######## szeregowanie_wyjsc ########
**szeregowanie_wyjsc: track usage over the die**

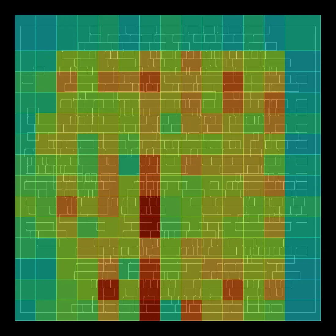

**config.mk**
```make
export PLATFORM = sky130hd
export DESIGN_NAME = szeregowanie_wyjsc
export DESIGN_NICKNAME = d
export VERILOG_FILES = /design/src/rtl/szeregowanie_wyjsc_pkg.sv /design/src/rtl/szeregowanie_wyjsc_dzielnik.sv /design/src/rtl/szeregowanie_wyjsc.sv
export SDC_FILE = /design/constraint.sdc
export NUM_CORES = 1
export LEC_CHECK = 0
export CORE_MARGIN = 1.5
export CORE_UTILIZATION = 40
export CTS_CLUSTER_DIAMETER = 120
export DETAILED_ROUTE_END_ITERATION = 8
export HOLD_SLACK_MARGIN = 0.05
export PLACE_DENSITY = 0.66
export SYNTH_ARGS = -nofsm -noshare
export SYNTH_HDL_FRONTEND = slang
export SYNTH_SLANG_ARGS = --single-unit
```
**constraint.sdc**
```tcl
create_clock -name clk -period 2 [get_ports clk]
set_clock_uncertainty 0.05 [all_clocks]
set_input_delay 0.4 -clock clk [delete_from_list [all_inputs] [get_ports clk]]
set_output_delay 0.4 -clock clk [all_outputs]
set_load 0.1 [all_outputs]
```
**src/rtl/szeregowanie_wyjsc_pkg.sv**
```systemverilog
// ---------------------------------------------------------------------------
// pakiet_io -- shared definitions for the output path of the PLC.
//
// Holds the serializer state type and the frame geometry constants used by
// the output serializer (szeregowanie_wyjsc) and its helpers.
//   stan_szer_t        : serializer FSM states
//   LICZBA_BITOW_WYJ   : number of bits in one output frame (64)
//   LICZBA_PORTOW_WYJ  : number of 8-bit output registers (8)
// ---------------------------------------------------------------------------
package pakiet_io;

  localparam int LICZBA_BITOW_WYJ  = 64;
  localparam int LICZBA_PORTOW_WYJ = 8;

  typedef enum logic [1:0] {
    BEZCZYNNY      = 2'd0,
    ZBOCZE_NISKIE  = 2'd1,
    ZBOCZE_WYSOKIE = 2'd2,
    ZATRZASK       = 2'd3
  } stan_szer_t;

endpackage

```
**src/rtl/szeregowanie_wyjsc_dzielnik.sv**
```systemverilog
// ---------------------------------------------------------------------------
// dzielnik_taktu -- phase timer for the output serializer.
//
// Counts 0..DZIELNIK-1 and raises tik_o for exactly one clk cycle while the
// count sits at its last value, then wraps. A synchronous clear restarts the
// count at 0 so that a new phase always lasts a full DZIELNIK cycles.
//   clk_i   : system clock
//   rst_ni  : asynchronous active-low reset
//   kasuj_i : synchronous clear (count forced to 0 on the next edge)
//   tik_o   : high in the last cycle of every DZIELNIK-cycle phase
// ---------------------------------------------------------------------------
module dzielnik_taktu #(
  parameter int DZIELNIK = 4
) (
  input  logic clk_i,
  input  logic rst_ni,
  input  logic kasuj_i,
  output logic tik_o
);

  localparam int SZER = $clog2(DZIELNIK + 1);
  localparam logic [SZER-1:0] OSTATNI = SZER'(DZIELNIK - 1);
  localparam logic [SZER-1:0] JEDEN   = SZER'(1);

  logic [SZER-1:0] licznik_q;
  logic [SZER-1:0] licznik_d;

  // With DZIELNIK=1 the count never leaves 0, so tik is permanently high
  // and every phase lasts a single cycle.
  always_comb begin
    licznik_d = licznik_q + JEDEN;
    if (kasuj_i || (licznik_q == OSTATNI)) begin
      licznik_d = '0;
    end
  end

  always_ff @(posedge clk_i or negedge rst_ni) begin
    if (!rst_ni) begin
      licznik_q <= '0;
    end else begin
      licznik_q <= licznik_d;
    end
  end

  assign tik_o = (licznik_q == OSTATNI);

endmodule

```
**src/rtl/szeregowanie_wyjsc.sv**
```systemverilog
// ---------------------------------------------------------------------------
// szeregowanie_wyjsc -- 64-bit output serializer for a 74HC595 chain.
//
// On a refresh request it snapshots the eight output registers as one frame
// {wyj7,...,wyj0} (wyj7[7] is the MSB), shifts it MSB-first into the external
// chain with sck, then pulses rclk to latch it. The physical outputs stay
// disabled (oe_n high) from reset until the first frame has been latched.
// Requests arriving during a transfer are remembered (collapsed into one)
// and cause a fresh frame right after the current one finishes.
//
// Ports:
//   clk, rst_n      : system clock, asynchronous active-low reset
//   wyj0..wyj7      : output register contents from the demultiplexer
//   zadanie         : refresh request, level-sampled every clk edge
//   sdo, sck        : serial data / shift clock (chain samples on sck rise)
//   rclk            : storage-register latch pulse
//   oe_n            : active-low output enable for the chain
//   zajety          : frame transfer in progress
//   gotowe          : one-cycle pulse when a frame has been latched
// Parameter:
//   DZIELNIK        : half-period of sck in clk cycles (1..255)
// ---------------------------------------------------------------------------
module szeregowanie_wyjsc
  import pakiet_io::*;
#(
  parameter int DZIELNIK = 4
) (
  input  logic       clk,
  input  logic       rst_n,
  input  logic [7:0] wyj0,
  input  logic [7:0] wyj1,
  input  logic [7:0] wyj2,
  input  logic [7:0] wyj3,
  input  logic [7:0] wyj4,
  input  logic [7:0] wyj5,
  input  logic [7:0] wyj6,
  input  logic [7:0] wyj7,
  input  logic       zadanie,
  output logic       sdo,
  output logic       sck,
  output logic       rclk,
  output logic       oe_n,
  output logic       zajety,
  output logic       gotowe
);

  localparam int SZER_LB = $clog2(LICZBA_BITOW_WYJ);
  localparam logic [SZER_LB-1:0] OSTATNI_BIT = SZER_LB'(LICZBA_BITOW_WYJ - 1);
  localparam logic [SZER_LB-1:0] JEDEN_BIT   = SZER_LB'(1);

  logic [LICZBA_PORTOW_WYJ-1:0][7:0] porty;
  logic [LICZBA_BITOW_WYJ-1:0]       ramka;

  stan_szer_t                  stan_q;
  logic [LICZBA_BITOW_WYJ-1:0] rej_q;
  logic [SZER_LB-1:0]          licznik_bitow_q;
  logic                        sck_q;
  logic                        rclk_q;
  logic                        oe_n_q;
  logic                        zajety_q;
  logic                        gotowe_q;
  logic                        oczekuje_q;

  logic tik;
  logic start;
  logic kasuj_dzielnik;

  // wyj7 lands in the top byte, so wyj7[7] is shifted out first.
  assign porty = {wyj7, wyj6, wyj5, wyj4, wyj3, wyj2, wyj1, wyj0};
  assign ramka = porty;

  assign start = (stan_q == BEZCZYNNY) && (zadanie || oczekuje_q);

  // The phase timer is held at 0 while idle, so the first low phase after
  // the snapshot edge lasts exactly DZIELNIK cycles.
  assign kasuj_dzielnik = (stan_q == BEZCZYNNY);

  dzielnik_taktu #(
    .DZIELNIK (DZIELNIK)
  ) u_dzielnik (
    .clk_i   (clk),
    .rst_ni  (rst_n),
    .kasuj_i (kasuj_dzielnik),
    .tik_o   (tik)
  );

  // Serializer FSM. The shift register is reset too: its MSB drives sdo
  // directly, and sdo must read 0 out of reset.
  always_ff @(posedge clk or negedge rst_n) begin
    if (!rst_n) begin
      stan_q          <= BEZCZYNNY;
      rej_q           <= '0;
      licznik_bitow_q <= '0;
      sck_q           <= 1'b0;
      rclk_q          <= 1'b0;
      oe_n_q          <= 1'b1;
      zajety_q        <= 1'b0;
      gotowe_q        <= 1'b0;
      oczekuje_q      <= 1'b0;
    end else begin
      gotowe_q <= 1'b0;

      // A request during a transfer (including the edge that ends it, where
      // zajety is still high) is remembered; repeats simply collapse.
      if (zadanie && zajety_q) begin
        oczekuje_q <= 1'b1;
      end

      unique case (stan_q)
        BEZCZYNNY: begin
          if (start) begin
            rej_q           <= ramka;
            licznik_bitow_q <= OSTATNI_BIT;
            sck_q           <= 1'b0;
            zajety_q        <= 1'b1;
            oczekuje_q      <= 1'b0;
            stan_q          <= ZBOCZE_NISKIE;
          end
        end

        ZBOCZE_NISKIE: begin
          if (tik) begin
            sck_q  <= 1'b1;
            stan_q <= ZBOCZE_WYSOKIE;
          end
        end

        ZBOCZE_WYSOKIE: begin
          if (tik) begin
            sck_q <= 1'b0;
            if (licznik_bitow_q == '0) begin
              rclk_q <= 1'b1;
              stan_q <= ZATRZASK;
            end else begin
              // Data moves only on the sck falling edge, giving a full
              // half-period of setup and hold around each rise.
              licznik_bitow_q <= licznik_bitow_q - JEDEN_BIT;
              rej_q           <= {rej_q[LICZBA_BITOW_WYJ-2:0], 1'b0};
              stan_q          <= ZBOCZE_NISKIE;
            end
          end
        end

        ZATRZASK: begin
          if (tik) begin
            rclk_q   <= 1'b0;
            zajety_q <= 1'b0;
            gotowe_q <= 1'b1;
            oe_n_q   <= 1'b0;
            stan_q   <= BEZCZYNNY;
          end
        end

        default: begin
          stan_q <= BEZCZYNNY;
        end
      endcase
    end
  end

  assign sdo    = rej_q[LICZBA_BITOW_WYJ-1];
  assign sck    = sck_q;
  assign rclk   = rclk_q;
  assign oe_n   = oe_n_q;
  assign zajety = zajety_q;
  assign gotowe = gotowe_q;

endmodule

```
######## imem_loader ########
`src/rtl/imem_loader_pkg.sv`:
```
// Shared types and constants for the instruction-memory loader.
// Optional zero fill of unused memory is enabled by defining IMEM_ZERO_FILL_EN.
package imem_loader_pkg;

    localparam int unsigned BYTES_PER_WORD = 4;
    localparam int unsigned WORD_W         = 32;
    localparam int unsigned LANE_W         = 2;

    localparam logic [LANE_W-1:0] LAST_LANE = LANE_W'(BYTES_PER_WORD - 1);

    typedef enum logic [1:0] {
        StLoad  = 2'd0,
        StFlush = 2'd1,
        StFill  = 2'd2,
        StRun   = 2'd3
    } state_e;

endpackage

```
`src/rtl/imem_loader_byte_packer.sv`:
```
// Packs accepted bytes little-endian into 32-bit words and emits a one-cycle word_valid
// pulse with the completed (zero-padded if cut short) word on the cycle after the final byte.
module byte_packer
    import imem_loader_pkg::*;
(
    input  logic              clk,
    input  logic              rst_n,
    input  logic              fire,
    input  logic [7:0]        data,
    input  logic              last,
    output logic              word_valid,
    output logic [WORD_W-1:0] word_data,
    output logic              word_short
);

    logic [LANE_W-1:0] lane_q, lane_d;
    logic [WORD_W-1:0] acc_q, acc_d;
    logic [WORD_W-1:0] word_q, word_d;
    logic              valid_q, valid_d;
    logic              short_q, short_d;
    logic [WORD_W-1:0] merged;

    always_comb begin
        // acc_q is cleared after every word, so unfilled upper lanes read as zero
        merged  = acc_q | ({{(WORD_W - 8){1'b0}}, data} << {lane_q, 3'b000});
        lane_d  = lane_q;
        acc_d   = acc_q;
        word_d  = word_q;
        valid_d = 1'b0;
        short_d = 1'b0;
        if (fire) begin
            if (last || (lane_q == LAST_LANE)) begin
                word_d  = merged;
                valid_d = 1'b1;
                short_d = last && (lane_q != LAST_LANE);
                lane_d  = '0;
                acc_d   = '0;
            end else begin
                acc_d  = merged;
                lane_d = lane_q + 1'b1;
            end
        end
    end

    always_ff @(posedge clk or negedge rst_n) begin
        if (!rst_n) begin
            lane_q  <= '0;
            acc_q   <= '0;
            word_q  <= '0;
            valid_q <= 1'b0;
            short_q <= 1'b0;
        end else begin
            lane_q  <= lane_d;
            acc_q   <= acc_d;
            word_q  <= word_d;
            valid_q <= valid_d;
            short_q <= short_d;
        end
    end

    assign word_valid = valid_q;
    assign word_data  = word_q;
    assign word_short = short_q;

endmodule

```
`src/rtl/imem_loader.sv`:
```
// Instruction-memory loader: streams bytes into sequential words, then releases the CPU.
// Define IMEM_ZERO_FILL_EN to zero the remaining memory words before releasing the CPU.
module imem_loader
    import imem_loader_pkg::*;
#(
    parameter int unsigned DEPTH  = 256,
    parameter int unsigned ADDR_W = 8
) (
    input  logic              clk_i,
    input  logic              start_i,
    input  logic              byte_valid_i,
    input  logic [7:0]        byte_data_i,
    input  logic              byte_last_i,
    output logic              byte_ready_o,
    output logic              mem_we_o,
    output logic [ADDR_W-1:0] mem_addr_o,
    output logic [31:0]       mem_wdata_o,
    output logic              cpu_start_o,
    output logic [ADDR_W:0]   word_count_o,
    output logic              done_o,
    output logic              err_o
);

    localparam logic [ADDR_W:0] FULL_COUNT = (ADDR_W + 1)'(DEPTH);

    state_e            state_q, state_d;
    logic              armed_q;
    logic [ADDR_W-1:0] ptr_q, ptr_d;
    logic [ADDR_W:0]   count_q, count_d;
    logic              err_q, err_d;

    logic              fire;
    logic              full;
    logic              word_valid;
    logic              word_short;
    logic [WORD_W-1:0] word_data;

    // armed_q keeps ready low for the first cycle after reset release
    assign byte_ready_o = armed_q && (state_q == StLoad);
    assign fire         = byte_valid_i && byte_ready_o;
    assign full         = (count_q == FULL_COUNT);

    byte_packer u_byte_packer (
        .clk        (clk_i),
        .rst_n      (start_i),
        .fire       (fire),
        .data       (byte_data_i),
        .last       (byte_last_i),
        .word_valid (word_valid),
        .word_data  (word_data),
        .word_short (word_short)
    );

    always_comb begin
        state_d     = state_q;
        ptr_d       = ptr_q;
        count_d     = count_q;
        err_d       = err_q;
        mem_we_o    = 1'b0;
        mem_addr_o  = ptr_q;
        mem_wdata_o = word_data;

        // Words past the end of memory are dropped; the count saturates at DEPTH
        if (word_valid) begin
            if (full) begin
                err_d = 1'b1;
            end else begin
                mem_we_o = 1'b1;
                ptr_d    = ptr_q + 1'b1;
                count_d  = count_q + 1'b1;
            end
        end
        if (word_short) begin
            err_d = 1'b1;
        end

        case (state_q)
            StLoad: begin
                if (fire && byte_last_i) begin
                    state_d = StFlush;
                end
            end
            StFlush: begin
`ifdef IMEM_ZERO_FILL_EN
                state_d = (count_d == FULL_COUNT) ? StRun : StFill;
`else
                state_d = StRun;
`endif
            end
            StFill: begin
`ifdef IMEM_ZERO_FILL_EN
                mem_we_o    = 1'b1;
                mem_wdata_o = '0;
                ptr_d       = ptr_q + 1'b1;
                if (ptr_q == ADDR_W'(DEPTH - 1)) begin
                    state_d = StRun;
                end
`else
                // Unreachable without the fill feature
                state_d = StRun;
`endif
            end
            StRun: begin
                state_d = StRun;
            end
            default: begin
                state_d = StLoad;
            end
        endcase
    end

    always_ff @(posedge clk_i or negedge start_i) begin
        if (!start_i) begin
            state_q <= StLoad;
            armed_q <= 1'b0;
            ptr_q   <= '0;
            count_q <= '0;
            err_q   <= 1'b0;
        end else begin
            state_q <= state_d;
            armed_q <= 1'b1;
            ptr_q   <= ptr_d;
            count_q <= count_d;
            err_q   <= err_d;
        end
    end

    assign cpu_start_o  = (state_q == StRun);
    assign done_o       = (state_q == StRun);
    assign word_count_o = count_q;
    assign err_o        = err_q;

endmodule

```
`config.mk`:
```
export PLATFORM = sky130hd
export DESIGN_NAME = imem_loader
export DESIGN_NICKNAME = d
export VERILOG_FILES = /design/src/rtl/imem_loader_pkg.sv /design/src/rtl/imem_loader_byte_packer.sv /design/src/rtl/imem_loader.sv
export SDC_FILE = /design/constraint.sdc
export NUM_CORES = 1
export LEC_CHECK = 0
export CAP_MARGIN = 20
export CORE_ASPECT_RATIO = 0.8
export CORE_UTILIZATION = 40
export DETAILED_ROUTE_END_ITERATION = 10
export GPL_TIMING_DRIVEN = 0
export PLACE_DENSITY = 0.68
export SYNTH_ARGS = -nofsm -noshare
export SYNTH_HDL_FRONTEND = slang
export SYNTH_SLANG_ARGS = --single-unit
```
`constraint.sdc`:
```
create_clock -name clk_i -period 4.7 [get_ports clk_i]
set_clock_uncertainty 0.05 [all_clocks]
set_input_delay 0.705 -clock clk_i [delete_from_list [all_inputs] [get_ports clk_i]]
set_output_delay 0.705 -clock clk_i [all_outputs]
set_load 0.005 [all_outputs]
```
######## dice_roll_sequencer ########
<file path="src/rtl/dice_roll_sequencer.sv">
// dice_roll_sequencer: rolls N dice through an external roller and sums the results; DICE_RANGE_CHECK_EN enables out-of-range rejection
module dice_roll_sequencer #(
  parameter int ROLL_LATENCY = 1
) (
  input  logic        clock,
  input  logic        reset,
  input  logic        start,
  input  logic [3:0]  die_count,
  input  logic [1:0]  die_type,
  output logic [1:0]  die_select,
  output logic        roll,
  input  logic [7:0]  rolled_number,
  output logic        busy,
  output logic        done,
  output logic [11:0] total,
  output logic        error
);
  localparam logic [2:0] IDLE  = 3'd0;
  localparam logic [2:0] ISSUE = 3'd1;
  localparam logic [2:0] WAIT  = 3'd2;
  localparam logic [2:0] ACCUM = 3'd3;
  localparam logic [2:0] DONE  = 3'd4;
  localparam logic [3:0] LAT_M1 = 4'(ROLL_LATENCY - 1);
  logic [2:0]  state_q, state_d;
  logic [3:0]  rem_q, rem_d;
  logic [3:0]  wait_q, wait_d;
  logic [1:0]  sel_q, sel_d;
  logic [11:0] total_q, total_d;
  logic        err_q, err_d;
  logic        in_range;
`ifdef DICE_RANGE_CHECK_EN
  logic [7:0] sides;
  // face count of the latched die type bounds the legal roll values
  always_comb sides = sel_q == 2'd0 ? 8'd4 : sel_q == 2'd1 ? 8'd6 : sel_q == 2'd2 ? 8'd8 : 8'd20;
  assign in_range = (rolled_number != 8'd0) && (rolled_number <= sides);
`else
  assign in_range = 1'b1;
`endif
  // sequencing: issue a roll, wait out the roller latency, accumulate, repeat per die
  always_comb begin
    state_d = state_q;
    rem_d   = rem_q;
    wait_d  = wait_q;
    sel_d   = sel_q;
    total_d = total_q;
    err_d   = err_q;
    case (state_q)
      IDLE: if (start) begin
        total_d = 12'd0;
        err_d   = 1'b0;
        if (die_count != 4'd0) begin
          rem_d   = die_count;
          sel_d   = die_type;
          state_d = ISSUE;
        end else begin
          state_d = DONE;
        end
      end
      ISSUE: begin
        wait_d  = LAT_M1;
        state_d = WAIT;
      end
      WAIT: begin
        state_d = wait_q == 4'd0 ? ACCUM : WAIT;
        wait_d  = wait_q == 4'd0 ? wait_q : wait_q - 4'd1;
      end
      ACCUM: begin
        total_d = in_range ? total_q + {4'd0, rolled_number} : total_q;
        err_d   = err_q | ~in_range;
        rem_d   = rem_q - 4'd1;
        state_d = rem_q == 4'd1 ? DONE : ISSUE;
      end
      DONE:    state_d = IDLE;
      default: state_d = IDLE;
    endcase
  end
  // state registers with synchronous reset
  always_ff @(posedge clock) begin
    if (reset) begin
      state_q <= IDLE;
      rem_q   <= 4'd0;
      wait_q  <= 4'd0;
      sel_q   <= 2'd0;
      total_q <= 12'd0;
      err_q   <= 1'b0;
    end else begin
      state_q <= state_d;
      rem_q   <= rem_d;
      wait_q  <= wait_d;
      sel_q   <= sel_d;
      total_q <= total_d;
      err_q   <= err_d;
    end
  end
  assign roll       = state_q == ISSUE;
  assign busy       = state_q != IDLE;
  assign done       = state_q == DONE;
  assign total      = total_q;
  assign die_select = sel_q;
  assign error      = err_q;
endmodule

</file>
<file path="config.mk">
export PLATFORM = sky130hd
export DESIGN_NAME = dice_roll_sequencer
export DESIGN_NICKNAME = d
export VERILOG_FILES = /design/src/rtl/dice_roll_sequencer.sv
export SDC_FILE = /design/constraint.sdc
export NUM_CORES = 1
export LEC_CHECK = 0
export CORE_UTILIZATION = 45
export CTS_CLUSTER_SIZE = 10
export DETAILED_ROUTE_END_ITERATION = 8
export GPL_TIMING_DRIVEN = 0
export HOLD_SLACK_MARGIN = 0.02
export PLACE_DENSITY = 0.83
export SLEW_MARGIN = 10
export SYNTH_ARGS = -nofsm -noshare
export SYNTH_HDL_FRONTEND = slang
export SYNTH_SLANG_ARGS = --single-unit
</file>
<file path="constraint.sdc">
create_clock -name clock -period 4.65 [get_ports clock]
set_input_delay 0.465 -clock clock [delete_from_list [all_inputs] [get_ports clock]]
set_output_delay 0.465 -clock clock [all_outputs]
set_load 0.02 [all_outputs]
</file>
######## ps_fetch_ir ########
### config.mk
export PLATFORM = sky130hd
export DESIGN_NAME = ps_fetch_ir
export DESIGN_NICKNAME = d
export VERILOG_FILES = /design/src/rtl/ps_pkg.sv /design/src/rtl/ps_ir_skid.sv /design/src/rtl/ps_fetch_ir.sv
export SDC_FILE = /design/constraint.sdc
export NUM_CORES = 1
export LEC_CHECK = 0
export ABC_AREA = 1
export CAP_MARGIN = 10
export CORE_ASPECT_RATIO = 0.5
export CORE_MARGIN = 2
export CORE_UTILIZATION = 54
export CTS_CLUSTER_SIZE = 8
export DETAILED_ROUTE_END_ITERATION = 10
export PLACE_DENSITY = 0.85
export SLEW_MARGIN = 20
export SYNTH_ARGS = -nofsm -noshare
export SYNTH_HDL_FRONTEND = slang
export SYNTH_SLANG_ARGS = --single-unit
### constraint.sdc
create_clock -name clk -period 4.5 [get_ports clk]
set_clock_uncertainty 0.2 [all_clocks]
set_input_delay 0.45 -clock clk [delete_from_list [all_inputs] [get_ports clk]]
set_output_delay 0.45 -clock clk [all_outputs]
set_load 0.005 [all_outputs]
### src/rtl/ps_pkg.sv
// Shared definitions for the program-sequencer fetch stage.
package ps_pkg;

    // IR[31:27] value that tags a compute instruction
    localparam logic [4:0] CMPT_OP = 5'b00001;

    // Instruction-register field positions seen by the compute decoder
    localparam int unsigned OPC_MSB = 31;
    localparam int unsigned OPC_LSB = 27;
    localparam int unsigned FLT_BIT = 26;
    localparam int unsigned FLD_MSB = 25;
    localparam int unsigned FLD_LSB = 5;

    // Fetch FSM encoding
    typedef enum logic [1:0] {
        FETCH = 2'd0,
        WAIT  = 2'd1,
        HOLD  = 2'd2
    } ps_state_e;

endpackage

### src/rtl/ps_ir_skid.sv
// One-entry holding buffer for a response that arrives while the IR is stalled.
module ps_ir_skid
    import ps_pkg::*;
#(
    parameter int unsigned AW = 16,
    parameter int unsigned IW = 32
) (
    input  logic          clk,
    input  logic          rst,
    input  logic          load,
    input  logic          unload,
    input  logic          flush,
    input  logic [IW-1:0] din,
    input  logic [AW-1:0] din_pc,
    output logic [IW-1:0] dout,
    output logic [AW-1:0] dout_pc,
    output logic          full
);

    logic [IW-1:0] data_q;
    logic [AW-1:0] pc_q;
    logic          full_q;

    // Capture on load; flush and unload both just mark the entry empty
    always_ff @(posedge clk or negedge rst) begin
        if (!rst) begin
            data_q <= '0;
            pc_q   <= '0;
            full_q <= 1'b0;
        end else if (flush) begin
            full_q <= 1'b0;
        end else if (load) begin
            data_q <= din;
            pc_q   <= din_pc;
            full_q <= 1'b1;
        end else if (unload) begin
            full_q <= 1'b0;
        end
    end

    assign dout    = data_q;
    assign dout_pc = pc_q;
    assign full    = full_q;

endmodule

### src/rtl/ps_fetch_ir.sv
// Fetch stage: issues program-memory reads, holds the IR and feeds the compute decoder.
module ps_fetch_ir #(
    parameter int unsigned   AW      = 16,
    parameter int unsigned   IW      = 32,
    parameter logic [AW-1:0] RST_PC  = '0,
    parameter logic [4:0]    CMPT_OP = ps_pkg::CMPT_OP
) (
    input  logic          clk,
    input  logic          rst,
    input  logic          stall,
    input  logic          br_en,
    input  logic [AW-1:0] br_addr,
    output logic          ps_pm_rd_en,
    output logic [AW-1:0] ps_pm_addr,
    input  logic [IW-1:0] pm_ps_rdata,
    input  logic          pm_ps_rvalid,
    output logic [IW-1:0] ps_ir,
    output logic          ps_ir_vld,
    output logic [AW-1:0] ps_ir_pc,
    output logic          cpt_en,
    output logic          bt_26,
    output logic [20:0]   bt_5t25
);

    import ps_pkg::*;

    ps_state_e     state_q, state_d;
    logic [AW-1:0] pc_q, pc_d;
    logic [AW-1:0] req_pc_q, req_pc_d;
    logic [IW-1:0] ir_q, ir_d;
    logic [AW-1:0] ir_pc_q, ir_pc_d;
    logic          ir_vld_q, ir_vld_d;
    logic          drop_q, drop_d;
    logic          rd_en;

    logic          skid_load, skid_unload, skid_flush;
    logic [IW-1:0] skid_data;
    logic [AW-1:0] skid_pc;
    logic          skid_full;

    ps_ir_skid #(
        .AW (AW),
        .IW (IW)
    ) u_skid (
        .clk     (clk),
        .rst     (rst),
        .load    (skid_load),
        .unload  (skid_unload),
        .flush   (skid_flush),
        .din     (pm_ps_rdata),
        .din_pc  (req_pc_q),
        .dout    (skid_data),
        .dout_pc (skid_pc),
        .full    (skid_full)
    );

    // State, PC, IR and drop-flag registers
    always_ff @(posedge clk or negedge rst) begin
        if (!rst) begin
            state_q  <= FETCH;
            pc_q     <= RST_PC;
            req_pc_q <= '0;
            ir_q     <= '0;
            ir_pc_q  <= '0;
            ir_vld_q <= 1'b0;
            drop_q   <= 1'b0;
        end else begin
            state_q  <= state_d;
            pc_q     <= pc_d;
            req_pc_q <= req_pc_d;
            ir_q     <= ir_d;
            ir_pc_q  <= ir_pc_d;
            ir_vld_q <= ir_vld_d;
            drop_q   <= drop_d;
        end
    end

    // Next-state: fetch sequencing, IR load/consume, skid control, branch flush
    always_comb begin
        state_d     = state_q;
        pc_d        = pc_q;
        req_pc_d    = req_pc_q;
        ir_d        = ir_q;
        ir_pc_d     = ir_pc_q;
        drop_d      = drop_q;
        rd_en       = 1'b0;
        skid_load   = 1'b0;
        skid_unload = 1'b0;
        skid_flush  = 1'b0;
        // An unstalled edge consumes the IR unless something new loads below
        ir_vld_d    = stall ? ir_vld_q : 1'b0;

        unique case (state_q)
            FETCH: begin
                rd_en    = 1'b1;
                req_pc_d = pc_q;
                pc_d     = pc_q + AW'(1);
                state_d  = WAIT;
            end
            WAIT: begin
                if (pm_ps_rvalid) begin
                    state_d = FETCH;
                    if (drop_q) begin
                        drop_d = 1'b0;
                    end else if (!stall || !ir_vld_q) begin
                        ir_d     = pm_ps_rdata;
                        ir_pc_d  = req_pc_q;
                        ir_vld_d = 1'b1;
                    end else begin
                        skid_load = 1'b1;
                        state_d   = HOLD;
                    end
                end
            end
            HOLD: begin
                if (!stall) begin
                    ir_d        = skid_data;
                    ir_pc_d     = skid_pc;
                    ir_vld_d    = skid_full;
                    skid_unload = 1'b1;
                    state_d     = FETCH;
                end
            end
            default: begin
                state_d = FETCH;
            end
        endcase

        // Branch overrides everything: redirect, flush IR and skid
        if (br_en) begin
            pc_d       = br_addr;
            ir_d       = ir_q;
            ir_pc_d    = ir_pc_q;
            ir_vld_d   = 1'b0;
            skid_load  = 1'b0;
            skid_flush = 1'b1;
            rd_en      = 1'b0;
            if (state_q == WAIT && !pm_ps_rvalid) begin
                // Response still in flight: swallow it when it lands
                drop_d  = 1'b1;
                state_d = WAIT;
            end else begin
                drop_d  = 1'b0;
                state_d = FETCH;
            end
        end
    end

    // Request is masked while reset is held so every output reads 0 in reset
    assign ps_pm_rd_en = rd_en & rst;
    assign ps_pm_addr  = pc_q;

    assign ps_ir     = ir_q;
    assign ps_ir_vld = ir_vld_q;
    assign ps_ir_pc  = ir_pc_q;

    // Decoder taps; cpt_en is gated by stall so each instruction fires once
    assign cpt_en  = ir_vld_q & (ir_q[OPC_MSB:OPC_LSB] == CMPT_OP) & ~stall;
    assign bt_26   = ir_q[FLT_BIT];
    assign bt_5t25 = ir_q[FLD_MSB:FLD_LSB];

endmodule

**dice_roll_sequencer: met3 routing**

Drawn at 8 px/µm.
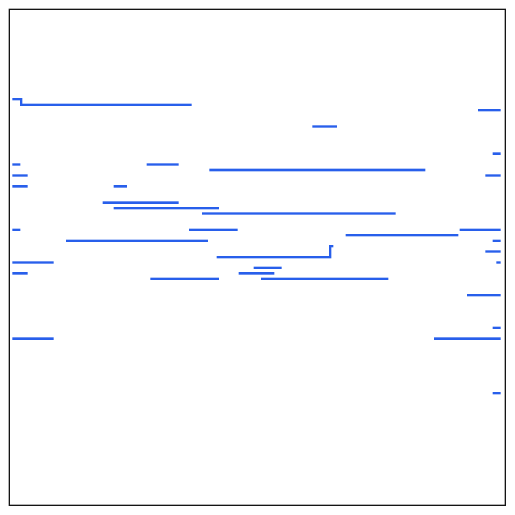
The longest straight run is 26.7 µm. The layer carries 229 µm of wire. The layer holds 6.2% of the routed length. The wires run mostly horizontal. 32 nets have wire on it.
met3 track demand over resource: 0.0373
DR vias: 1587
final WL: 3720 µm

==> deck_impl_summary.md, dice_roll_sequencer <==
Run Summary

Final timing
  • Rel. slew slack: 0.511

Floorplan
  • Core box area: 3390 µm²
  • # IOs: 35

Detailed routing
  • DRC viols: 0

Synth
  • Synth warn: 0
  • Top cells by count: dfxtp_1 (25), a21oi_1 (22), nand2_1 (16)
  • YS chip area: 1610 µm²
  • Synth area leaders: dfxtp_1 (31%), ha_1 (9.3%), a21oi_1 (6.8%)

Pwr
  • Sw frac: 0.371
  • Internal power: 0.000365 W
  • Pwr dens: about 290 nW/µm²
  • Clk pwr share: 0.182

Outcome
  • Status: finished clean

Global route
  • All-layer global routing usage: 0.201

Final layout
  • Share of cells above drive strength 1: 0.0672

Run
  • Max_cap viols: 0

Place
  • IO buf count: 33

Worst setup path
  • Worst path top cell family by delay: buffers and inverters
  • Setup CP Type: register to primary output

Clock network
  • Clock Root Buffer: clkbuf_4
## dice_roll_sequencer: area by class of cell
class	count	area, µm²	area share
plain buffers	14	66.3	0.0327
well taps	46	57.6	0.0284
clock buffers	3	22.5	0.0111
multi-input cells	152	1010	0.497
clock inverters	1	5.00	0.00247
flip-flops and latches	25	500	0.247
inverters	10	37.5	0.0185
repair buffers	33	330	0.163
## dice_roll_sequencer: per-layer routing
metal	global-route usage	part of all wire
met5	0	0
met4	0.0476	0.0040
met3	0.0373	0.061
met2	0.338	0.46
met1	0.267	0.47
## dice_roll_sequencer: tightest hold or removal path, stage by stage (launching register included)
cell	delay (ns)
dfxtp_1	0.34
nand2_1	0.05
a21oi_1	0.05
## dice_roll_sequencer: logic make-up after synthesis
family	synth area share
multiplexers	0.0210
XOR/XNOR	0.0381
AND-OR/OR-AND	0.200
buffers and inverters	0.0645
flip-flops	0.311
other	0.00233
adder cells (fa/ha/maj)	0.106
AND/OR/NAND/NOR	0.257
## dice_roll_sequencer: registers in the layout (all words and copies together) (netlist names)
name,count
total,12
wait_q,4
state_q,3
rem_q,4
die_select,2
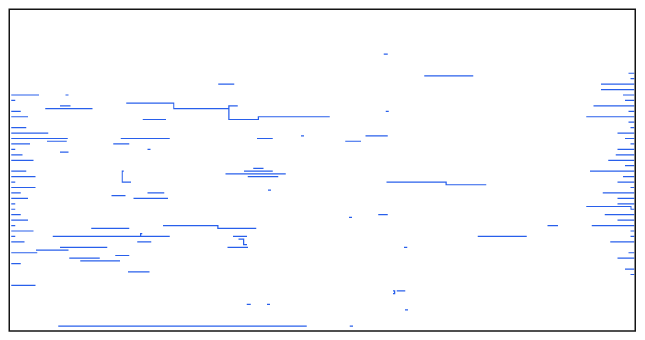
**Above:** ps_fetch_ir (met3 routing).
Drawn at 4 px/µm.
The wires run mostly horizontal. 100 nets have wire on it.
met3 track demand over resource: 0.0513
final WL: 14800 µm
DR vias: 5192

==> deck_impl_summary.md, ps_fetch_ir <==
Run Summary

Worst setup path
  • CP peak stage delay: 0.50 ns
  • CP Launch Type: register
  • Crit path DRT: 3.85 ns
  • CP endpoint kind: primary output
  • CP Launch Point: state_q[0]$_DFFE_PN0P_

Global route
  • Initial antenna violation count: 0
  • All-layer global routing usage: 0.249
  • GRT overflow: 0

Final timing
  • Hold slack: around 0.28 ns

Synth
  • Cells after Synth: 741
  • #FFs+latches synth: 133
  • Post-synth top area cell: dfrtp_1
  • Ys cells: roughly 740

Pwr
  • Tot Pwr: 0.00491 W
  • Clk pwr share: 0.288
  • Combinational power share: 0.320

Clock network
  • CTS H-Tree Depth: 4
  • Clock Root Buffer: clkbuf_16

Final layout
  • Non-Clock Buffer Count: between 100 and 150
  • Nets: 905
  • Layout fillers: 776
  • Most numerous logic cell after layout: nand2_1
  • Final Util: 0.727

Outcome
  • Status: finished clean

Min path
  • WHS Path Cells: 2
  • Hold_sp: u_skid.dout[9]$_DFFE_PN0P_

Floorplan
  • Die span in y: between 80 and 90 µm
[ps_fetch_ir: flip-flops by register name, summed over array words and instances, names as in the netlist]
name,count
ps_ir,32
u_skid.dout,32
ps_ir_pc,16
ps_pm_addr,16
req_pc_q,16
u_skid.dout_pc,16
state_q,2
drop_q,1
ps_ir_vld,1
u_skid.full,1
[ps_fetch_ir: power groups by stage]
stage	Sequential [W]	Clock, W	Combinational (W)
after floorplan	0.00190	0	0.000796
after global placement	0.00191	0	0.00149
after detailed placement	0.00194	0	0.00155
after CTS	0.00193	0.00142	0.00158
after global routing	0.00199	0.00149	0.00175
final	0.00193	0.00141	0.00157
[ps_fetch_ir: layer usage]
layer  part of all wire  vias up
li1                   -     2573
met1               0.45     2438
met2               0.49      161
met3              0.045       20
met4              0.014        0
met5                  0        -
[ps_fetch_ir: worst max-delay path, delay by kind of cell, from the launching register on]
kind,cells,cell delay [ns]
buffers and inverters,6,1.30
DFF,1,0.40
adders and majority gates,1,0.17
and+or+nand+nor,2,0.19
[ps_fetch_ir: repair_timing]
action,in CTS,in global routing
hold buffers,1,0
hold endpoints to repair,44,0
buffers inserted,0,0
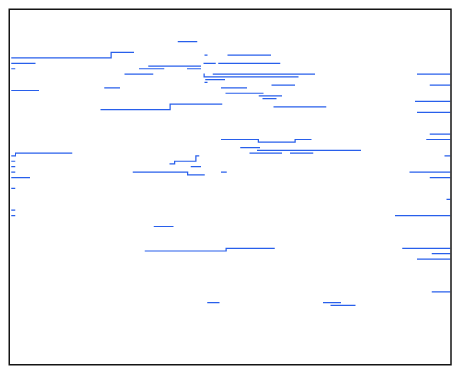
**Above:** imem_loader (met3 routing).
Drawn at 4 px/µm.
The layer carries 511 µm of wire. The layer holds 5.7% of the routed length. The wires run mostly horizontal. 54 nets have wire on it. The longest straight run is 25.8 µm.

==> deck_impl_summary.md, imem_loader <==
Run Summary

Outcome
  • Status: finished clean

Pwr
  • Leak: approximately 2.2 nW
  • Pwr dens: ~350 nW/µm²
  • Comb. pwr: 0.000142 W
  • P_sw: approximately 0.00040 W

Final timing
  • Post-route setup slack: 1.71 ns
  • Maximum clock rate: 335 MHz

Synth
  • Cell Area, Synth: 3740 µm²
  • #FFs+latches synth: 89
  • Synth warn: 0

Detailed routing
  • Routed WL per cell: 16.4 µm
  • Detailed router's first-iteration violation count: 170
  • Metal1 wirelength: between 4000 and 5000 µm
  • Final WL: 8970 µm
  • First-pass iteration count of the detailed router: 4

Global route
  • Largest net degree at the start of global routing: 46
  • Number of global-route vias before repair: 2888

Min path
  • Hold Path Class: input pin to asynchronous set/reset pin

Floorplan
  • Die span in y: 88.5 µm
  • Die W: 110 µm

Final layout
  • Sequential cell area share: 0.466
  • Non-Clock Buffer Count: approximately 90

Run
  • Log Warnings: 27

Worst setup path
  • Reg-to-Reg End: u_byte_packer.word_data[26]$_DFFE_PN0P_

Clock network
  • Worst skew pair latency: 0.33 ns

Place
  • Gpl congestion: 0.814
## imem_loader: registers in the layout, indices dropped and copies added, names as in the netlist
signal,count
u_byte_packer.word_valid,1
err_o,1
armed_q,1
u_byte_packer.word_data,32
word_count_o,9
u_byte_packer.acc_q,32
mem_addr_o,8
u_byte_packer.lane_q,2
state_q,2
u_byte_packer.word_short,1
## imem_loader: routing by layer
metal / GRT usage / up-vias
met2: 0.299 / 94
met4: 0.0574 / 0
met3: 0.0515 / 11
met5: 0 / -
li1: - / 1409
met1: 0.289 / 1499
## imem_loader: Yosys cell counts
library cell / number
nor2_1: 38
and4_2: 1
a211oi_1: 5
o21ai_2: 1
a21boi_4: 1
clkbuf_1: 18
and4bb_2: 1
o21ai_0: 61
buf_1: 6
a21o_1: 1
a31oi_1: 32
nand3_1: 3
dfrtp_1: 89
a21oi_1: 34
conb_1: 1
or2_2: 1
inv_1: 4
buf_2: 8
a311o_1: 1
and2_1: 2
nand4_1: 9
nor2b_1: 2
nand2_1: 8
ha_1: 4
buf_4: 1
o21ai_1: 4
xnor2_1: 5
xor2_1: 9
nand4bb_1: 1
nand2b_1: 1
nor4b_4: 2
buf_6: 1
mux2_4: 2
**szeregowanie_wyjsc: met3 routing**

Drawn at 4 px/µm.
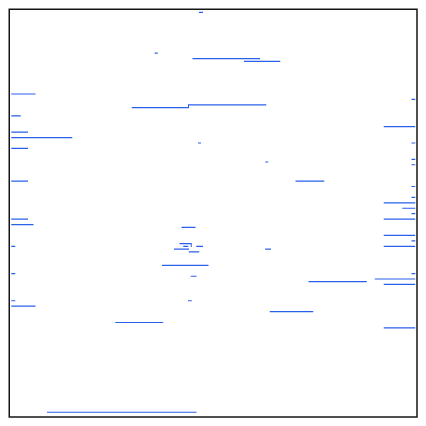
The longest straight run is 37.0 µm. The layer holds 3.4% of the routed length. The wires run mostly horizontal. 42 nets have wire on it. The layer carries 294 µm of wire.

**szeregowanie_wyjsc: gate families picked out**

Drawn at 4 px/µm.
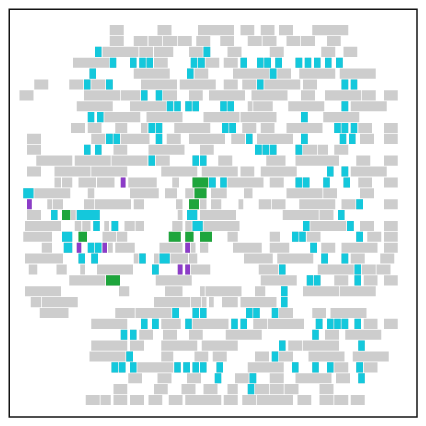
inverters: marked purple, cells 7. inverting AOI/OAI gates: marked cyan, cells 140, where all over the die. AND and OR gates: marked green, cells 9, where center.
Comb/total area: 0.338
Post-Layout Cell Count: 574

About 'track usage over the die' of szeregowanie_wyjsc:
global routing's busiest layer: met2
met3 track demand over resource: 0.0352
all-layer global routing usage: 0.174

==> deck_impl_summary.md, szeregowanie_wyjsc <==
Run Summary

Floorplan
  • Die span in y: 102 µm

Outcome
  • Status: finished clean

Run
  • Log Warnings: 29

Pwr
  • Sw frac: 0.380
  • Clk pwr: 0.00120 W
  • Sequential cell power: 0.00276 W

Clock network
  • Deepest clock path buffer count: 2
  • Post-CTS Resized: 1

Synth
  • Syn Area/Cell: between 10 and 15 µm²
  • Cell Area, Synth: 3890 µm²

Worst setup path
  • Worst reg2reg setup slack: 0.06 ns

Place
  • IO buf count: 72

Detailed routing
  • Post-DRT Antenna Nets: 0
  • Via-per-instance ratio: 5.33

Final layout
  • #MultiIn Comb: 251
  • Share of cells above drive strength 1: 0.115

Final timing
  • RSZ-0062 raised after global routing: yes
## szeregowanie_wyjsc: through the flow
step	cells	util	setup WS, ns	total power (W)	area [µm²]
floorplan	370	-	0.0798	0.00464	3890
global placement	557	0.518	-0.0564	0.00541	4830
detailed placement	557	0.518	-0.107	0.00554	4830
CTS	574	0.540	0.0142	0.00675	5040
global route	574	0.542	-0.00763	0.00723	5050
finish	574	0.542	0.0573	0.00670	5050
## szeregowanie_wyjsc: Yosys cell counts, drive strengths merged (3+ instances only)
cell,count,share of area
nor3,7,0.012
clkbuf,11,0.012
mux2i,64,0.16
inv,7,0.0068
dfrtp,80,0.51
or3,3,0.0064
nand2,6,0.0058
o21ai,129,0.17
ha,5,0.016
buf,20,0.028
nor2b,3,0.0048
nor2,8,0.0084
a21oi,5,0.0074
## szeregowanie_wyjsc: registers in the layout, summed over array words and instances, names as in the netlist
register and flops:
oczekuje_q 1, licznik_bitow_q 6, rej_q 64, u_dzielnik.licznik_q 3, gotowe 1, sck 1, oe_n 1, zajety 1
stan_q 2, rclk 1

######## fetch_stage ########
**src/rtl/fetch_stage_pkg.sv**
```systemverilog
// Shared constants for the fetch stage: FSM encodings, reset PC default,
// bubble instruction and a saturating counter helper.
package fetch_stage_pkg;

    localparam logic [0:0]  ST_BOOT          = 1'b0;
    localparam logic [0:0]  ST_RUN           = 1'b1;
    localparam logic [63:0] DEFAULT_RESET_PC = 64'h0;
    localparam logic [31:0] NOP_INSTR        = 32'h0;
    localparam logic [31:0] CNT_MAX          = 32'hFFFF_FFFF;

    function automatic logic [31:0] sat_inc(input logic [31:0] value);
        return (value == CNT_MAX) ? value : value + 32'd1;
    endfunction

endpackage

```
**src/rtl/fetch_stage_next_pc_calc.sv**
```systemverilog
// Combinational next-PC selection: sequential PC+4 or word-aligned branch
// target BranchPC + (BusImm << 2), all arithmetic modulo 2^64.
module next_pc_calc
    import fetch_stage_pkg::*;
(
    input  logic [63:0] pc,
    input  logic        redirect,
    input  logic [63:0] branch_pc,
    input  logic [63:0] bus_imm,
    output logic [63:0] next_pc
);

    logic [63:0] target_raw;
    logic [63:0] target_aligned;
    logic [63:0] pc_plus4;

    // Offset bits shifted past bit 63 are simply lost, matching 64-bit wrap.
    assign target_raw     = branch_pc + (bus_imm << 2);
    assign target_aligned = target_raw & ~64'h3;
    assign pc_plus4       = pc + 64'd4;
    assign next_pc        = redirect ? target_aligned : pc_plus4;

endmodule

```
**src/rtl/fetch_stage.sv**
```systemverilog
// Instruction fetch stage with BOOT/RUN FSM, PC register and IF/ID register.
// Optional performance counters are built when FETCH_PERF_CNT_EN is defined.
module fetch_stage
    import fetch_stage_pkg::*;
#(
    parameter logic [63:0] RESET_PC = DEFAULT_RESET_PC
) (
    input  logic        CLK,
    input  logic        Reset,
    input  logic        Stall,
    input  logic        Redirect,
    input  logic [63:0] BranchPC,
    input  logic [63:0] BusImm,
    output logic [63:0] IMemAddr,
    input  logic [31:0] IMemData,
    output logic [31:0] InstrOut,
    output logic [63:0] PCOut,
    output logic        ValidOut
`ifdef FETCH_PERF_CNT_EN
    ,
    output logic [31:0] FetchCount,
    output logic [31:0] FlushCount
`endif
);

    logic [0:0]  state_reg;
    logic [63:0] pc_reg;
    logic [63:0] pc_next;
    logic [31:0] instr_reg;
    logic [63:0] pc_out_reg;
    logic        valid_reg;
    logic        fetch_load;

    next_pc_calc u_next_pc_calc (
        .pc        (pc_reg),
        .redirect  (Redirect),
        .branch_pc (BranchPC),
        .bus_imm   (BusImm),
        .next_pc   (pc_next)
    );

    // A normal fetch happens only in RUN, with no stall and no redirect.
    assign fetch_load = (state_reg == ST_RUN) && !Stall && !Redirect;

    always_ff @(posedge CLK or posedge Reset) begin
        if (Reset) begin
            state_reg  <= ST_BOOT;
            pc_reg     <= RESET_PC;
            instr_reg  <= NOP_INSTR;
            pc_out_reg <= 64'h0;
            valid_reg  <= 1'b0;
        end else if (Redirect) begin
            state_reg  <= ST_RUN;
            pc_reg     <= pc_next;
            instr_reg  <= NOP_INSTR;
            pc_out_reg <= 64'h0;
            valid_reg  <= 1'b0;
        end else if (state_reg == ST_BOOT) begin
            state_reg <= ST_RUN;
        end else if (fetch_load) begin
            pc_reg     <= pc_next;
            instr_reg  <= IMemData;
            pc_out_reg <= pc_reg;
            valid_reg  <= 1'b1;
        end
    end

    assign IMemAddr = pc_reg;
    assign InstrOut = instr_reg;
    assign PCOut    = pc_out_reg;
    assign ValidOut = valid_reg;

`ifdef FETCH_PERF_CNT_EN
    logic [31:0] fetch_cnt_reg;
    logic [31:0] flush_cnt_reg;

    always_ff @(posedge CLK or posedge Reset) begin
        if (Reset) begin
            fetch_cnt_reg <= 32'h0;
            flush_cnt_reg <= 32'h0;
        end else begin
            if (fetch_load) begin
                fetch_cnt_reg <= sat_inc(fetch_cnt_reg);
            end
            if (Redirect) begin
                flush_cnt_reg <= sat_inc(flush_cnt_reg);
            end
        end
    end

    assign FetchCount = fetch_cnt_reg;
    assign FlushCount = flush_cnt_reg;
`endif

endmodule
```
**config.mk**
```make
export PLATFORM = sky130hd
export DESIGN_NAME = fetch_stage
export DESIGN_NICKNAME = d
export VERILOG_FILES = /design/src/rtl/fetch_stage_pkg.sv /design/src/rtl/fetch_stage_next_pc_calc.sv /design/src/rtl/fetch_stage.sv
export SDC_FILE = /design/constraint.sdc
export NUM_CORES = 1
export LEC_CHECK = 0
export ABC_AREA = 1
export CELL_PAD_IN_SITES_DETAIL_PLACEMENT = 1
export CELL_PAD_IN_SITES_GLOBAL_PLACEMENT = 1
export CORE_MARGIN = 4
export CORE_UTILIZATION = 31
export CTS_CLUSTER_DIAMETER = 120
export DETAILED_ROUTE_END_ITERATION = 10
export GPL_ROUTABILITY_DRIVEN = 0
export GPL_TIMING_DRIVEN = 0
export PLACE_DENSITY_LB_ADDON = 0.1
export SETUP_SLACK_MARGIN = 0.5
export SLEW_MARGIN = 15
export SYNTH_ARGS = -nofsm -noshare
export SYNTH_HDL_FRONTEND = slang
export SYNTH_SLANG_ARGS = --single-unit
```
**constraint.sdc**
```tcl
create_clock -name CLK -period 4.57 [get_ports CLK]
set_input_delay 0.6855 -clock CLK [delete_from_list [all_inputs] [get_ports CLK]]
set_output_delay 0.6855 -clock CLK [all_outputs]
set_load 0.1 [all_outputs]
```
**fetch_stage: cells colored by class**

Drawn at 1.5 px/µm. Fill, decap, tap and diode cells in gray.
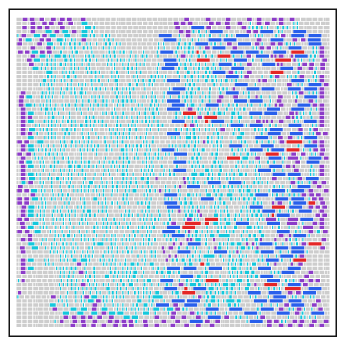
flip-flops: marked blue, cells 158. all other logic: marked cyan, cells 2023. clock drivers and dummy loads: marked red, cells 29. other buffers and delay cells: marked purple, cells 375.
core box area: 43200 µm²
Post-Layout Inst Area: 18200 µm²

==> deck_impl_summary.md <==
Run Summary

Final layout
  • Share of cells above drive strength 1: 0.0337

Final timing
  • Final setup TNS: 0 ns
  • Maximum clock rate: 306 MHz
  • Rel. slew slack: 0.278

Synth
  • Share of the synthesized area in the top cell type: 0.292
  • Post-synth top area cell: dfrtp_1

Global route
  • GR Layer Usage met1: 0.339
  • Global routing's busiest layer: met2
  • Met3 track demand over resource: 0.0349

Detailed routing
  • Routed WL per cell: 19.5 µm

Clock network
  • CTS hold repair buffers: 0
  • Worst-path clk slew: 0.07 ns

Place
  • HPWL Detailed: 52800 µm

Worst setup path
  • Reg-to-Reg End: IMemAddr[50]$_DFFE_PP0P_

Outcome
  • Status: finished clean
**fetch_stage: cell sizes after repair**

Drawn at 1.5 px/µm.
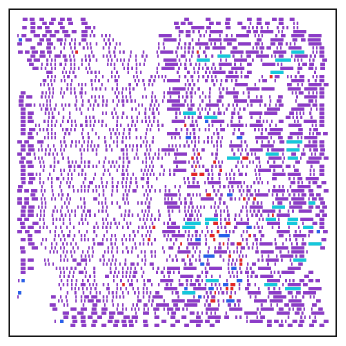
drive 2: marked red, cells 38. drive 6 and up: marked cyan, cells 28. drive 1 or less: marked purple, cells 2498. drive 3 to 4: marked blue, cells 21.
Non-Clock Buffer Count: 375
post-route setup slack: 1.30 ns
Synth-to-Final Area Change: 34.0%

## cell type report
class	count	area (µm²)	area share
Clock buffer	18	439	0.0242
Inverter	356	1340	0.0738
Timing Repair Buffer	320	3250	0.179
Buffer	55	228	0.0125
Clock inverter	11	168	0.00923
Tap cell	585	732	0.0403
Sequential cell	158	3950	0.218
Multi-Input combinational cell	1667	8040	0.443
## cell usage in the layout (no fill, tap or decap), types with 11 or more instances in the layout
| cell type | synthesis | routed |
|---|---|---|
| inv_1 | 351 | 350 |
| nand2_1 | 789 | 789 |
| nand3_1 | 189 | 189 |
| a22oi_1 | 11 | 11 |
| buf_1 | 11 | 11 |
| nand4_1 | 38 | 38 |
| ha_1 | 62 | 62 |
| clkbuf_16 | 0 | 17 |
| xor2_1 | 30 | 30 |
| o21bai_1 | 12 | 12 |
| clkbuf_1 | 37 | 37 |
| o21ai_0 | 108 | 108 |
| nor3_1 | 35 | 35 |
| dfrtp_1 | 158 | 158 |
| a21oi_1 | 101 | 101 |
| nor2_2 | 11 | 11 |
| clkdlybuf4s50_1 | 0 | 315 |
| nor2_1 | 202 | 202 |


## Gallery

Gate families picked out.
(a)
Drawn at 3 px/µm.
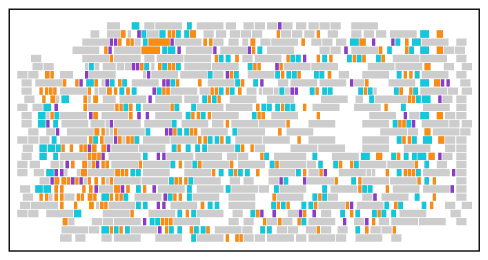
(b)
Drawn at 1.5 px/µm.
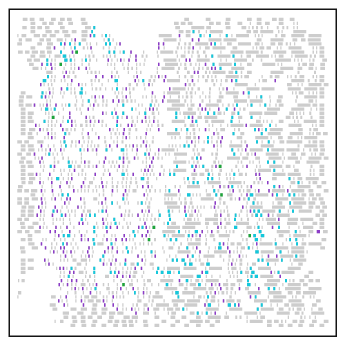
(c)
Drawn at 3 px/µm.
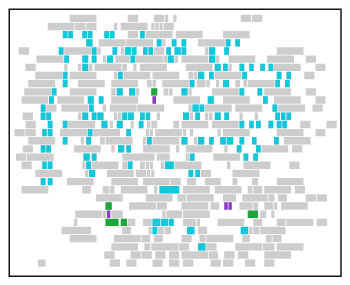
(d)
Drawn at 6 px/µm.
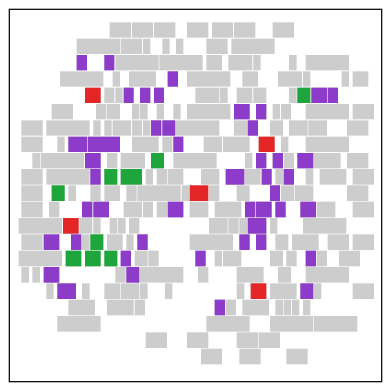
(c) -> imem_loader
(d) -> dice_roll_sequencer
(b) -> fetch_stage
(a) -> ps_fetch_ir
Of these, smallest die: (d)
Of these, most cells: (b)

Key to (a):
inverters: marked purple, cells 78, where all over the die. inverting AOI/OAI gates: marked cyan, cells 190, where all over the die. NAND gates: marked orange, cells 245, where all over the die.

No activity file was given, so power comes from the tool's default toggle rates.
